# ---- self_correcting_mod_counter ----
### Track usage over the die, self_correcting_mod_counter

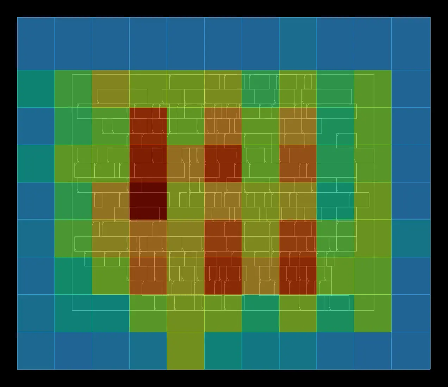
### Signal wires on met3, self_correcting_mod_counter

The bar under the picture is 20 um long.
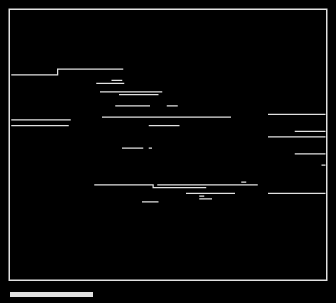
### Metal 1, self_correcting_mod_counter

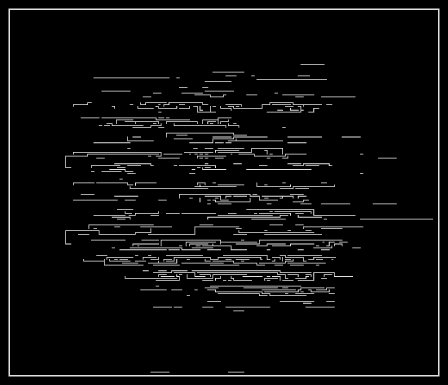
==> src/rtl/counter_pkg.sv <==
// Shared counter types and helpers.
// Provides the count direction enum and binary-to-Gray conversion.
package counter_pkg;

  typedef enum logic {
    DN = 1'b0,
    UP = 1'b1
  } count_dir_e;

  // Operates on 32 bits; callers cast to and from their own width.
  function automatic logic [31:0] bin2gray(input logic [31:0] b);
    return b ^ (b >> 1);
  endfunction

endpackage

==> src/rtl/sat_event_counter.sv <==
// Saturating event counter for health monitors.
// Ports: clk, rst (async high), inc, clr (sync), cnt (W bits).
module sat_event_counter #(
  parameter int W = 8
) (
  input  logic         clk,
  input  logic         rst,
  input  logic         inc,
  input  logic         clr,
  output logic [W-1:0] cnt
);

  // A clear in the same cycle as an event leaves a count of one.
  always_ff @(posedge clk or posedge rst) begin
    if (rst) begin
      cnt <= '0;
    end else if (clr) begin
      cnt <= W'(inc);
    end else if (inc && !(&cnt)) begin
      cnt <= cnt + 1'b1;
    end
  end

endmodule

==> src/rtl/self_correcting_mod_counter.sv <==
// Modulo up/down counter with Gray copy and illegal-state recovery.
// Ports: clk, rst, enable, up_dn, load, load_value, clear_err in;
//        count, gray_count, tc, corrected, load_err, err_sticky,
//        corr_cnt out.
module self_correcting_mod_counter
  import counter_pkg::*;
#(
  parameter int WIDTH          = 4,
  parameter int MODULUS        = 10,
  parameter int RECOVERY_VALUE = 0,
  parameter int CORR_CNT_W     = 8
) (
  input  logic                  clk,
  input  logic                  rst,
  input  logic                  enable,
  input  logic                  up_dn,
  input  logic                  load,
  input  logic [WIDTH-1:0]      load_value,
  input  logic                  clear_err,
  output logic [WIDTH-1:0]      count,
  output logic [WIDTH-1:0]      gray_count,
  output logic                  tc,
  output logic                  corrected,
  output logic                  load_err,
  output logic                  err_sticky,
  output logic [CORR_CNT_W-1:0] corr_cnt
);

  if (WIDTH < 2 || WIDTH > 31) begin : g_chk_width
    $error("WIDTH out of range");
  end
  if (MODULUS < 2 || MODULUS > (2 ** WIDTH)) begin : g_chk_mod
    $error("MODULUS out of range");
  end
  if (RECOVERY_VALUE < 0 || RECOVERY_VALUE >= MODULUS) begin : g_chk_rec
    $error("RECOVERY_VALUE must be below MODULUS");
  end

  localparam logic [WIDTH-1:0] MAX_V = WIDTH'(MODULUS - 1);
  localparam logic [WIDTH-1:0] REC_V = WIDTH'(RECOVERY_VALUE);
  // One extra bit so MODULUS == 2**WIDTH is representable and
  // the range check folds to constant false.
  localparam logic [WIDTH:0]   MOD_V = (WIDTH + 1)'(MODULUS);

  count_dir_e       dir;
  logic             range_err;
  logic             gray_err;
  logic             illegal;
  logic             load_ok;
  logic [WIDTH-1:0] count_nxt;
  logic             corr_nxt;
  logic             lerr_nxt;

  assign dir       = count_dir_e'(up_dn);
  assign range_err = ({1'b0, count} >= MOD_V);
  assign gray_err  = bin2gray(32'(count)) != 32'(gray_count);
  assign illegal   = range_err | gray_err;
  assign load_ok   = ({1'b0, load_value} < MOD_V);

  assign tc = enable & ~illegal &
              ((dir == UP) ? (count == MAX_V) : (count == '0));

  // Overlapping conditions resolve top-down.
  always_comb begin
    count_nxt = count;
    corr_nxt  = 1'b0;
    lerr_nxt  = 1'b0;
    priority case (1'b1)
      illegal: begin
        count_nxt = REC_V;
        corr_nxt  = 1'b1;
      end
      load: begin
        if (load_ok) begin
          count_nxt = load_value;
        end else begin
          count_nxt = REC_V;
          lerr_nxt  = 1'b1;
        end
      end
      enable: begin
        if (dir == UP) begin
          count_nxt = (count == MAX_V) ? '0 : count + 1'b1;
        end else begin
          count_nxt = (count == '0) ? MAX_V : count - 1'b1;
        end
      end
      default: count_nxt = count;
    endcase
  end

  always_ff @(posedge clk or posedge rst) begin
    if (rst) begin
      count      <= '0;
      gray_count <= '0;
      corrected  <= 1'b0;
      load_err   <= 1'b0;
      err_sticky <= 1'b0;
    end else begin
      count      <= count_nxt;
      gray_count <= WIDTH'(bin2gray(32'(count_nxt)));
      corrected  <= corr_nxt;
      load_err   <= lerr_nxt;
      if (corr_nxt || lerr_nxt) begin
        err_sticky <= 1'b1;
      end else if (clear_err) begin
        err_sticky <= 1'b0;
      end
    end
  end

  sat_event_counter #(
    .W(CORR_CNT_W)
  ) u_corr_cnt (
    .clk(clk),
    .rst(rst),
    .inc(corr_nxt),
    .clr(clear_err),
    .cnt(corr_cnt)
  );

endmodule

==> config.mk <==
export PLATFORM = sky130hd
export DESIGN_NAME = self_correcting_mod_counter
export DESIGN_NICKNAME = d
export VERILOG_FILES = /design/src/rtl/counter_pkg.sv /design/src/rtl/sat_event_counter.sv /design/src/rtl/self_correcting_mod_counter.sv
export SDC_FILE = /design/constraint.sdc
export NUM_CORES = 1
export LEC_CHECK = 0
export ABC_AREA = 0
export CAP_MARGIN = 20
export CORE_ASPECT_RATIO = 0.8
export CORE_MARGIN = 10
export CORE_UTILIZATION = 48
export DETAILED_ROUTE_END_ITERATION = 16
export PLACE_DENSITY = 0.78
export SETUP_SLACK_MARGIN = 0.15
export SLEW_MARGIN = 20
export SYNTH_ARGS = -nofsm -noshare
export SYNTH_HDL_FRONTEND = slang
export SYNTH_SLANG_ARGS = --single-unit
==> constraint.sdc <==
create_clock -name clk -period 2.85 [get_ports clk]
set_input_delay 0.285 -clock clk [delete_from_list [all_inputs] [get_ports clk]]
set_output_delay 0.285 -clock clk [all_outputs]
set_load 0.005 [all_outputs]
==> results.yml <==
# generated from flow reports
grt:
  overflow: 0
placed_design:
  portBuffers: 29
  dp_cells: 196
finish:
  mostFrequentLayoutCells: "29 x clkdlybuf4s50_1, 16 x nor2_1, 14 x dfrtp_1"
  syn_to_final_growth_pct: 30.79
  comb_area_um2: 704.4
  drive_above_1_share: 0.1463
  design_area_um2: 1584
cts:
  cts_setup_buffers: 0
  cts-root-buf: "clkbuf_4"
  htreeDepth: 1
timing:
  layout_min_cycle_time_ns: 2.567
  setup_tns_ns: 0
  max_freq_ghz: 0.3896
  period_used_share: 0.9006
  fin_skew_ns: 0.001787
setup_path:
  worstPathCellList: "inv_1 -> ha_1 -> xor2_1 -> nor3_2 -> nand2_1 -> nor2_1 -> clkdlybuf4s50_1"
  cpPeakStageDelay_ns: 0.50
  reg2regPathDepth: 8
  rrSetupSlack_ns: 0.62
  startpoint: "count[1]"
  r2r-start: "count[1]"
  crit_end: "tc"
  path_delay_family: "buffers and inverters"
  cp-end-kind: "output pin"
route:
  dr_wl_met3_um: 268
  postRouteAntennaNets: 0
  viasPerCell: 5.405
die:
  die-area_um2: 4945
  initCoreUtil: 0.5000
  io_pins: 30
  die_y_um: 64.93
  fp.dieW_um: 76.16
synthesis:
  flop_cell: "dfrtp_1"
  yosys_area_um2: 1211
worst_hold_path:
  min-delay-path-class: "primary input to async pin"
status:
  status: "finished, final reports clean"
## Picture notes: 'Track usage over the die' of self_correcting_mod_counter
Total GRT Usage: 0.1259
final core utilization: 0.6539
met2 Usage GRT: 0.1981

## Picture notes: 'Signal wires on met3' of self_correcting_mod_counter
share of all routed wire	8.5%
wire length on this layer	268 um
Post-Route WL: 3.163 mm
met3 global-route usage: 0.03857

## Picture notes: 'Metal 1' of self_correcting_mod_counter
nets with wire on the layer	165
main direction	horizontal
share of all routed wire	44%

-- report_power, final --
part / switching (W) / internal, W / total (W)
logic: 0.000514 / 0.000447 / 0.000962
registers: 0.0000792 / 0.000333 / 0.000412
clock network: 0.0000798 / 0.0000779 / 0.000158
total: 0.000673 / 0.000858 / 0.00153
-- kinds of logic after synthesis --
kind of cell	Yosys count	share of synthesized area
AND-OR/OR-AND	29	0.1674
XOR/XNOR	7	0.05062
adder cells (fa/ha/maj)	11	0.1136
buffers and inverters	14	0.05268
multiplexers	4	0.03409
flip-flops	18	0.3719
AND/OR/NAND/NOR	50	0.2097
-- final cells by class --
class / instances / area share
sequential: 18 / 0.2875
clock buffer: 4 / 0.02291
multi-input combinational: 101 / 0.4447
timing repair buffer: 31 / 0.1927
tap: 36 / 0.02844
inverter: 10 / 0.02370
-- sequential cells by signal, summed over array words and instances, names as in the netlist --
| register | flops |
|---|---|
| gray_count | 3 |
| count | 4 |
| load_err | 1 |
| u_corr_cnt.cnt | 8 |
| corrected | 1 |
| err_sticky | 1 |

# ---- mem_access_ctrl ----
### Metal 1, mem_access_ctrl

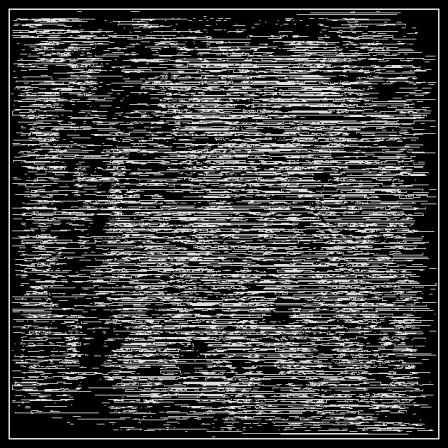
### Metal 2, mem_access_ctrl

The bar under the picture is 50 um long. Cells faint in the background.
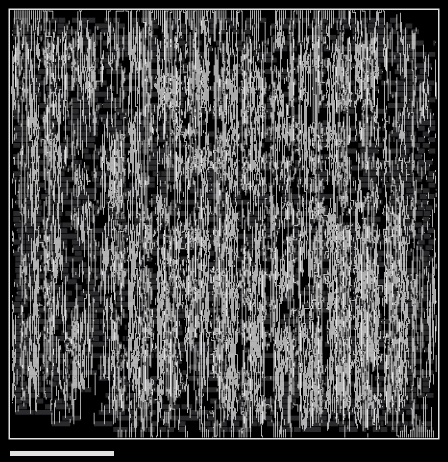
--- src/rtl/mem_access_ctrl.sv ---
// Sequences MEM-stage loads/stores onto a 64-bit data-memory port, splitting
// accesses that cross an 8-byte boundary into two beats and extending load results.
module mem_access_ctrl (
    input  logic        clk,
    input  logic        rstn,
    input  logic        req_valid,
    output logic        req_ready,
    input  logic        req_we,
    input  logic [63:0] req_addr,
    input  logic [3:0]  req_width,
    input  logic        req_unsigned,
    input  logic [63:0] req_wdata,
    output logic        resp_valid,
    output logic [63:0] resp_rdata,
    output logic        stall,
    output logic        mem_req,
    output logic        mem_we,
    output logic [63:0] mem_addr,
    output logic [63:0] mem_wdata,
    output logic [7:0]  mem_wmask,
    input  logic        mem_ack,
    input  logic [63:0] mem_rdata
);

    typedef enum logic [1:0] {
        S_IDLE  = 2'd0,
        S_BEAT0 = 2'd1,
        S_BEAT1 = 2'd2,
        S_RESP  = 2'd3
    } state_t;

    state_t      r_state;
    state_t      w_state_nxt;

    logic        r_we;
    logic        r_unsigned;
    logic [63:0] r_addr;
    logic [63:0] r_wdata;
    logic [3:0]  r_width;
    logic [63:0] r_lo;
    logic [63:0] r_rdata;

    logic        w_accept;
    logic        w_beat;
    logic        w_done;
    logic [2:0]  w_off;
    logic [4:0]  w_end;
    logic        w_split;
    logic [5:0]  w_shift_lo;
    logic [6:0]  w_shift_hi;
    logic [7:0]  w_mask0;
    logic [7:0]  w_mask1;
    logic [63:0] w_merged;

    // Any width other than 1, 2 or 4 bytes is handled as a full doubleword.
    function automatic logic [3:0] norm_width(input logic [3:0] w);
        case (w)
            4'd1, 4'd2, 4'd4: return w;
            default:          return 4'd8;
        endcase
    endfunction

    function automatic logic [63:0] extend(input logic [63:0] v, input logic [3:0] w,
                                           input logic uns);
        case (w)
            4'd1:    return uns ? {56'b0, v[7:0]}  : {{56{v[7]}},  v[7:0]};
            4'd2:    return uns ? {48'b0, v[15:0]} : {{48{v[15]}}, v[15:0]};
            4'd4:    return uns ? {32'b0, v[31:0]} : {{32{v[31]}}, v[31:0]};
            default: return v;
        endcase
    endfunction

    assign w_accept   = req_valid & req_ready;
    assign w_beat     = (r_state == S_BEAT0) | (r_state == S_BEAT1);
    assign w_off      = r_addr[2:0];
    assign w_end      = {2'b00, w_off} + {1'b0, r_width};
    assign w_split    = w_end > 5'd8;
    assign w_shift_lo = {w_off, 3'b000};
    assign w_shift_hi = 7'd64 - {1'b0, w_off, 3'b000};

    always_comb begin
        for (int i = 0; i < 8; i++) begin
            w_mask0[i] = (5'(i) >= {2'b00, w_off}) && (5'(i) < w_end);
            w_mask1[i] = (5'(i + 8) < w_end);
        end
    end

    // Beat-0 lanes land in the low result bytes; beat-1 lanes follow them.
    assign w_merged = (r_state == S_BEAT1) ? ((r_lo >> w_shift_lo) | (mem_rdata << w_shift_hi))
                                           : (mem_rdata >> w_shift_lo);

    assign w_done = mem_ack & (((r_state == S_BEAT0) & ~w_split) | (r_state == S_BEAT1));

    always_comb begin
        // NOTE: default assigned first so no path leaves w_state_nxt unassigned (no latch).
        w_state_nxt = r_state;
        case (r_state)
            S_IDLE:  if (w_accept) w_state_nxt = S_BEAT0;
            S_BEAT0: if (mem_ack)  w_state_nxt = w_split ? S_BEAT1 : S_RESP;
            S_BEAT1: if (mem_ack)  w_state_nxt = S_RESP;
            S_RESP:  w_state_nxt = S_IDLE;
            default: w_state_nxt = S_IDLE;
        endcase
    end

    always_ff @(posedge clk or negedge rstn) begin
        if (!rstn) begin
            r_state    <= S_IDLE;
            r_we       <= 1'b0;
            r_unsigned <= 1'b0;
            r_addr     <= '0;
            r_wdata    <= '0;
            r_width    <= 4'd8;
            r_lo       <= '0;
            r_rdata    <= '0;
        end else begin
            // NOTE: non-blocking assignments so every register samples pre-edge values.
            r_state <= w_state_nxt;
            if (w_accept) begin
                r_we       <= req_we;
                r_unsigned <= req_unsigned;
                r_addr     <= req_addr;
                r_wdata    <= req_wdata;
                r_width    <= norm_width(req_width);
            end
            if ((r_state == S_BEAT0) && mem_ack) begin
                r_lo <= mem_rdata;
            end
            if (w_done) begin
                r_rdata <= r_we ? 64'd0 : extend(w_merged, r_width, r_unsigned);
            end
        end
    end

    // Memory-side outputs decode from registered state, so reset drops them at once.
    assign mem_req    = w_beat;
    assign mem_we     = w_beat & r_we;
    assign mem_addr   = w_beat ? ({r_addr[63:3], 3'b000} + ((r_state == S_BEAT1) ? 64'd8 : 64'd0))
                               : 64'd0;
    assign mem_wmask  = (w_beat & r_we) ? ((r_state == S_BEAT1) ? w_mask1 : w_mask0) : 8'd0;
    assign mem_wdata  = (w_beat & r_we) ? ((r_state == S_BEAT1) ? (r_wdata >> w_shift_hi)
                                                                : (r_wdata << w_shift_lo))
                                        : 64'd0;

    assign req_ready  = (r_state == S_IDLE);
    assign resp_valid = (r_state == S_RESP);
    assign resp_rdata = r_rdata;
    assign stall      = w_beat | ((r_state == S_IDLE) & req_valid);

endmodule
--- config.mk ---
export PLATFORM = sky130hd
export DESIGN_NAME = mem_access_ctrl
export DESIGN_NICKNAME = d
export VERILOG_FILES = /design/src/rtl/mem_access_ctrl.sv
export SDC_FILE = /design/constraint.sdc
export NUM_CORES = 1
export LEC_CHECK = 0
export CORE_UTILIZATION = 55
export CTS_CLUSTER_DIAMETER = 100
export CTS_CLUSTER_SIZE = 8
export DETAILED_ROUTE_END_ITERATION = 8
export PLACE_DENSITY_LB_ADDON = 0.25
export SYNTH_ARGS = -nofsm -noshare
export SYNTH_HDL_FRONTEND = slang
export SYNTH_SLANG_ARGS = --single-unit
--- constraint.sdc ---
create_clock -name clk -period 7.05 [get_ports clk]
set_input_delay 1.41 -clock clk [delete_from_list [all_inputs] [get_ports clk]]
set_output_delay 1.41 -clock clk [all_outputs]
set_load 0.02 [all_outputs]
==> results.yml <==
# generated from flow reports
synthesis:
  async_flop_share: 1.000
  yosys_area_um2: 22630
  ys_sh_adder: 0.008071
  top_logic_kind: "multiplexers"
  flop_cell: "dfrtp_1"
finish:
  syn_to_final_growth_pct: 22.32
  seq_share: 0.2391
  post-route-util: 0.6889
  num-nonclk-inverters: 21
  drive_above_1_share: 0.1600
  clock_buffers: 48
power_and_ir_drop:
  power.share.combinational: 0.702
  powerSeq_w: 0.00348
  seqPwrFrac: 0.199
  power_leader: "combinational cells"
setup_path:
  cp-end-kind: "output pin"
  path_delay_family: "simple AND/OR/NAND/NOR gates"
  reg2regPathDepth: 8
timing:
  fin_ws_ns: 0.8460
  finalHoldViolations: 0
  drv_slew: 8
cts:
  cts-root-buf: "clkbuf_16"
  clock-sinks: 264
  cts_tree: "built"
route:
  finalWirelength_mm: 88.16
  viasPerCell: 7.014
die:
  taps: 525
  die-area_um2: 41970
  io_pins: 407
flow_run:
  drv_cap: 1
status:
  violations: "max-capacitance violations, max-slew violations"
  status: "complete, but fails checks"
placed_design:
  dpl_worst_slack_ns: 1.498
## Picture notes: 'Metal 1' of mem_access_ctrl
longest straight run	61.2 um
main direction	horizontal
share of all routed wire	39%
nets with wire on the layer	2,576
wire length on this layer	34.3 mm

## Picture notes: 'Metal 2' of mem_access_ctrl
share of all routed wire	42%
longest straight run	85.2 um

## through the flow
stage | hold slack, ns | total power (W) | instances | cell area (um^2)
6_report | 0.4938 | 0.01752 | 3202 | 27690
5_1_grt | 0.5077 | 0.01831 | 3202 | 27690
3_3_place_gp | 0.4663 | 0.01512 | 3148 | 26610
4_1_cts | 0.4886 | 0.01712 | 3200 | 27680
2_1_floorplan | 0.4712 | 0.01132 | 2418 | 22640
3_5_place_dp | 0.4667 | 0.01529 | 3148 | 26610
## per-layer routing
metal,vias up,routed length (um),GRT usage
li1,9600,-,-
met1,10810,34260,0.5677
met2,1723,37060,0.5912
met3,319,12500,0.1374
met4,6,4297,0.1889
met5,-,37,0
## final timing paths
check	slack, ns	from	to
worst min register to register	0.49	resp_rdata[7]	resp_rdata[7]
worst min-delay path	0.49	resp_rdata[7]	resp_rdata[7]
worst max register to register	2.55	r_addr[1]	resp_rdata[16]
max in group asynchronous	4.55	rstn	r_addr[2]
worst max-delay path	0.85	r_addr[1]	mem_wdata[62]
min in group asynchronous	0.97	rstn	resp_rdata[35]

# ---- mult_seq_param ----
### Metal 1, mult_seq_param

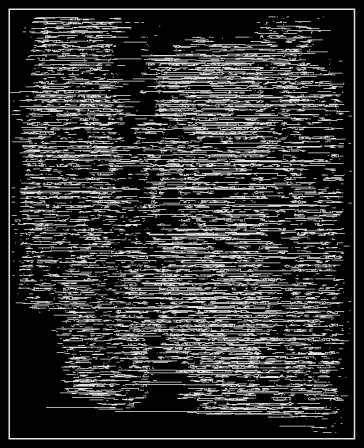
### Metal 2, mult_seq_param

The bar under the picture is 50 um long. Cells faint in the background.
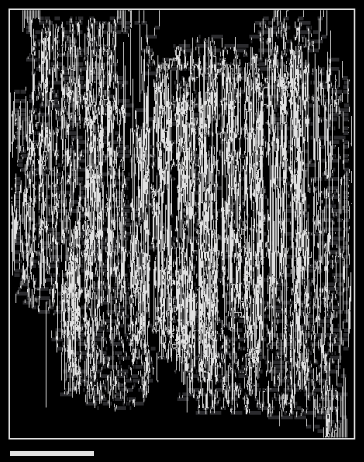
$ cat config.mk
export PLATFORM = sky130hd
export DESIGN_NAME = mult_seq_param
export DESIGN_NICKNAME = d
export VERILOG_FILES = /design/src/rtl/mult_seq_param.sv
export SDC_FILE = /design/constraint.sdc
export NUM_CORES = 1
export LEC_CHECK = 0
export ABC_AREA = 1
export CORE_ASPECT_RATIO = 1.25
export CORE_MARGIN = 2
export CORE_UTILIZATION = 40
export CTS_BUF_LIST = sky130_fd_sc_hd__clkbuf_4 sky130_fd_sc_hd__clkbuf_8
export CTS_CLUSTER_DIAMETER = 200
export DETAILED_ROUTE_END_ITERATION = 16
export PLACE_DENSITY = 0.66
export RECOVER_POWER = 25
export SYNTH_ARGS = -nofsm -noshare
export SYNTH_HDL_FRONTEND = slang
export SYNTH_SLANG_ARGS = --single-unit
$ cat constraint.sdc
create_clock -name clk -period 12 [get_ports clk]
set_input_delay 3.6 -clock clk [delete_from_list [all_inputs] [get_ports clk]]
set_output_delay 3.6 -clock clk [all_outputs]
set_load 0.03 [all_outputs]
$ cat src/rtl/mult_seq_param.sv
// Sequential chunked multiplier: one A_CHUNK x B_CHUNK partial product per cycle,
// optional two's-complement mode, registered product and done pulse.
module mult_seq_param #(
  parameter int A_WIDTH = 32,
  parameter int B_WIDTH = 32,
  parameter int A_CHUNK = 8,
  parameter int B_CHUNK = 16
) (
  input  logic                       clk,
  input  logic                       reset,
  input  logic                       start,
  input  logic                       is_signed,
  input  logic [A_WIDTH-1:0]         a,
  input  logic [B_WIDTH-1:0]         b,
  output logic                       busy,
  output logic                       done,
  output logic [A_WIDTH+B_WIDTH-1:0] product
);

  localparam int NA = A_WIDTH / A_CHUNK;
  localparam int NB = B_WIDTH / B_CHUNK;
  localparam int P  = A_WIDTH + B_WIDTH;
  localparam int C  = A_CHUNK + B_CHUNK;
  localparam int IW = (NA > 1) ? $clog2(NA) : 1;
  localparam int JW = (NB > 1) ? $clog2(NB) : 1;

  localparam logic [1:0] S_IDLE = 2'd0;
  localparam logic [1:0] S_MULT = 2'd1;
  localparam logic [1:0] S_FIN  = 2'd2;

  logic [1:0]         r_state;
  logic [A_WIDTH-1:0] r_a;
  logic [B_WIDTH-1:0] r_b;
  logic               r_neg;
  logic [P-1:0]       r_acc;
  logic [IW-1:0]      r_i;
  logic [JW-1:0]      r_j;
  logic               r_done;
  logic [P-1:0]       r_product;

  logic [A_WIDTH-1:0] w_amag;
  logic [B_WIDTH-1:0] w_bmag;
  logic               w_neg;
  logic [31:0]        w_ia;
  logic [31:0]        w_jb;
  logic [31:0]        w_sh;
  logic [A_CHUNK-1:0] w_ach;
  logic [B_CHUNK-1:0] w_bch;
  logic [C-1:0]       w_pp;
  logic [P-1:0]       w_term;
  logic               w_last_i;
  logic               w_last_j;

  // Magnitude of the most-negative value still fits unsigned in W bits
  assign w_amag = (is_signed && a[A_WIDTH-1]) ? (~a + A_WIDTH'(1)) : a;
  assign w_bmag = (is_signed && b[B_WIDTH-1]) ? (~b + B_WIDTH'(1)) : b;
  assign w_neg  = is_signed & (a[A_WIDTH-1] ^ b[B_WIDTH-1]);

  assign w_ia  = 32'(r_i) * 32'(A_CHUNK);
  assign w_jb  = 32'(r_j) * 32'(B_CHUNK);
  assign w_sh  = w_ia + w_jb;
  assign w_ach = A_CHUNK'(r_a >> w_ia);
  assign w_bch = B_CHUNK'(r_b >> w_jb);

  assign w_pp   = C'(w_ach) * C'(w_bch);
  assign w_term = P'(w_pp) << w_sh;

  assign w_last_i = (r_i == IW'(NA - 1));
  assign w_last_j = (r_j == JW'(NB - 1));

  always_ff @(posedge clk) begin
    if (!reset) begin
      r_state   <= S_IDLE;
      r_a       <= '0;
      r_b       <= '0;
      r_neg     <= 1'b0;
      r_acc     <= '0;
      r_i       <= '0;
      r_j       <= '0;
      r_done    <= 1'b0;
      r_product <= '0;
    end else begin
      r_done <= 1'b0;
      case (r_state)
        S_IDLE: begin
          if (start) begin
            r_a     <= w_amag;
            r_b     <= w_bmag;
            r_neg   <= w_neg;
            r_acc   <= '0;
            r_i     <= '0;
            r_j     <= '0;
            r_state <= S_MULT;
          end
        end
        S_MULT: begin
          r_acc <= r_acc + w_term;
          // A chunks are the inner loop, B chunks the outer
          if (w_last_i) begin
            r_i <= '0;
            if (w_last_j) begin
              r_state <= S_FIN;
            end else begin
              r_j <= r_j + JW'(1);
            end
          end else begin
            r_i <= r_i + IW'(1);
          end
        end
        S_FIN: begin
          r_product <= r_neg ? (~r_acc + P'(1)) : r_acc;
          r_done    <= 1'b1;
          r_state   <= S_IDLE;
        end
        default: r_state <= S_IDLE;
      endcase
    end
  end

  assign busy    = (r_state != S_IDLE);
  assign done    = r_done;
  assign product = r_product;

endmodule

==> results.yml <==
# generated from flow reports
flow_run:
  drv_cap: 4
timing:
  drv_slew: 206
  fin_skew_ns: 0.02074
  period_used_share: 0.7241
placed_design:
  dpl_worst_slack_ns: 3.783
status:
  status: "complete, but fails checks"
  violations: "max-capacitance violations, max-slew violations"
die:
  die-area_um2: 51750
route:
  wl_per_cell_um: 19.07
  route.detailed.drc: 0
  postRouteAntennaNets: 0
power_and_ir_drop:
  fin_total_pwr_w: 0.002213
  p_leak_nw: 10.23
  vdd.ir_drop.worst_mv: 0.07421
cts:
  cts_buffer_depth: 2
  cts-root-buf: "clkbuf_8"
setup_path:
  critPathLaunchType: "primary input"
synthesis:
  flop_cell: "dfxtp_1"
  top_area_cell: "dfxtp_1"
  yosys_area_um2: 19980
  mux_share: 0.003508
grt:
  antenna_found_initial: 0
Notes on 'Metal 1' of mult_seq_param above:
wire length on this layer	29.2 mm
share of all routed wire	39%
nets with wire on the layer	3,312
Post-Route WL: 74.30 mm
met1 Resource Use GR: 0.3243
vias post-DR: 20.75k

Notes on 'Metal 2' of mult_seq_param above:
wire length on this layer	36.3 mm
share of all routed wire	49%
longest straight run	117 um
met2 Usage GRT: 0.5099

## report_power, final
part           switching (W)  leakage, nW  internal, W
registers          0.0000331         1.62     0.000690
clock network       0.000303        0.217     0.000191
logic               0.000677         8.39     0.000320
total                0.00101         10.2      0.00120
## flip-flops by register name (all words and copies together) (netlist names)
name and count:
r_a 32, r_neg 1, r_i 2, r_j 1, product 64, done 1
r_acc 64, r_b 32, r_state 2
## final timing paths
kind / startpoint / end / slack, ns / cells after the start
worst max-delay path: reset / r_j / 3.31 / 4
worst max register to register: r_j / r_acc[51] / 3.45 / 34
worst min-delay path: product[52] / product[52] / 0.51 / 2
worst min register to register: product[52] / product[52] / 0.51 / 2
## layout make-up
cell class | count | area (um^2)
Fill cell | 5285 | 27020
Multi-Input combinational cell | 2387 | 13810
Clock inverter | 13 | 171.4
Inverter | 478 | 1797
Timing Repair Buffer | 150 | 1445
Tap cell | 651 | 814.5
Clock buffer | 19 | 261.5
Sequential cell | 199 | 3985
## layer usage
layer	wire length, um	vias to the layer above	global-route usage
met5	0	-	0
met4	5310	0	0.1894
met3	3428	184	0.03924
met2	36330	652	0.5099
met1	29230	9468	0.3243
li1	-	10449	-

Power figures rest on the tool's default switching activity, not on a simulated workload.
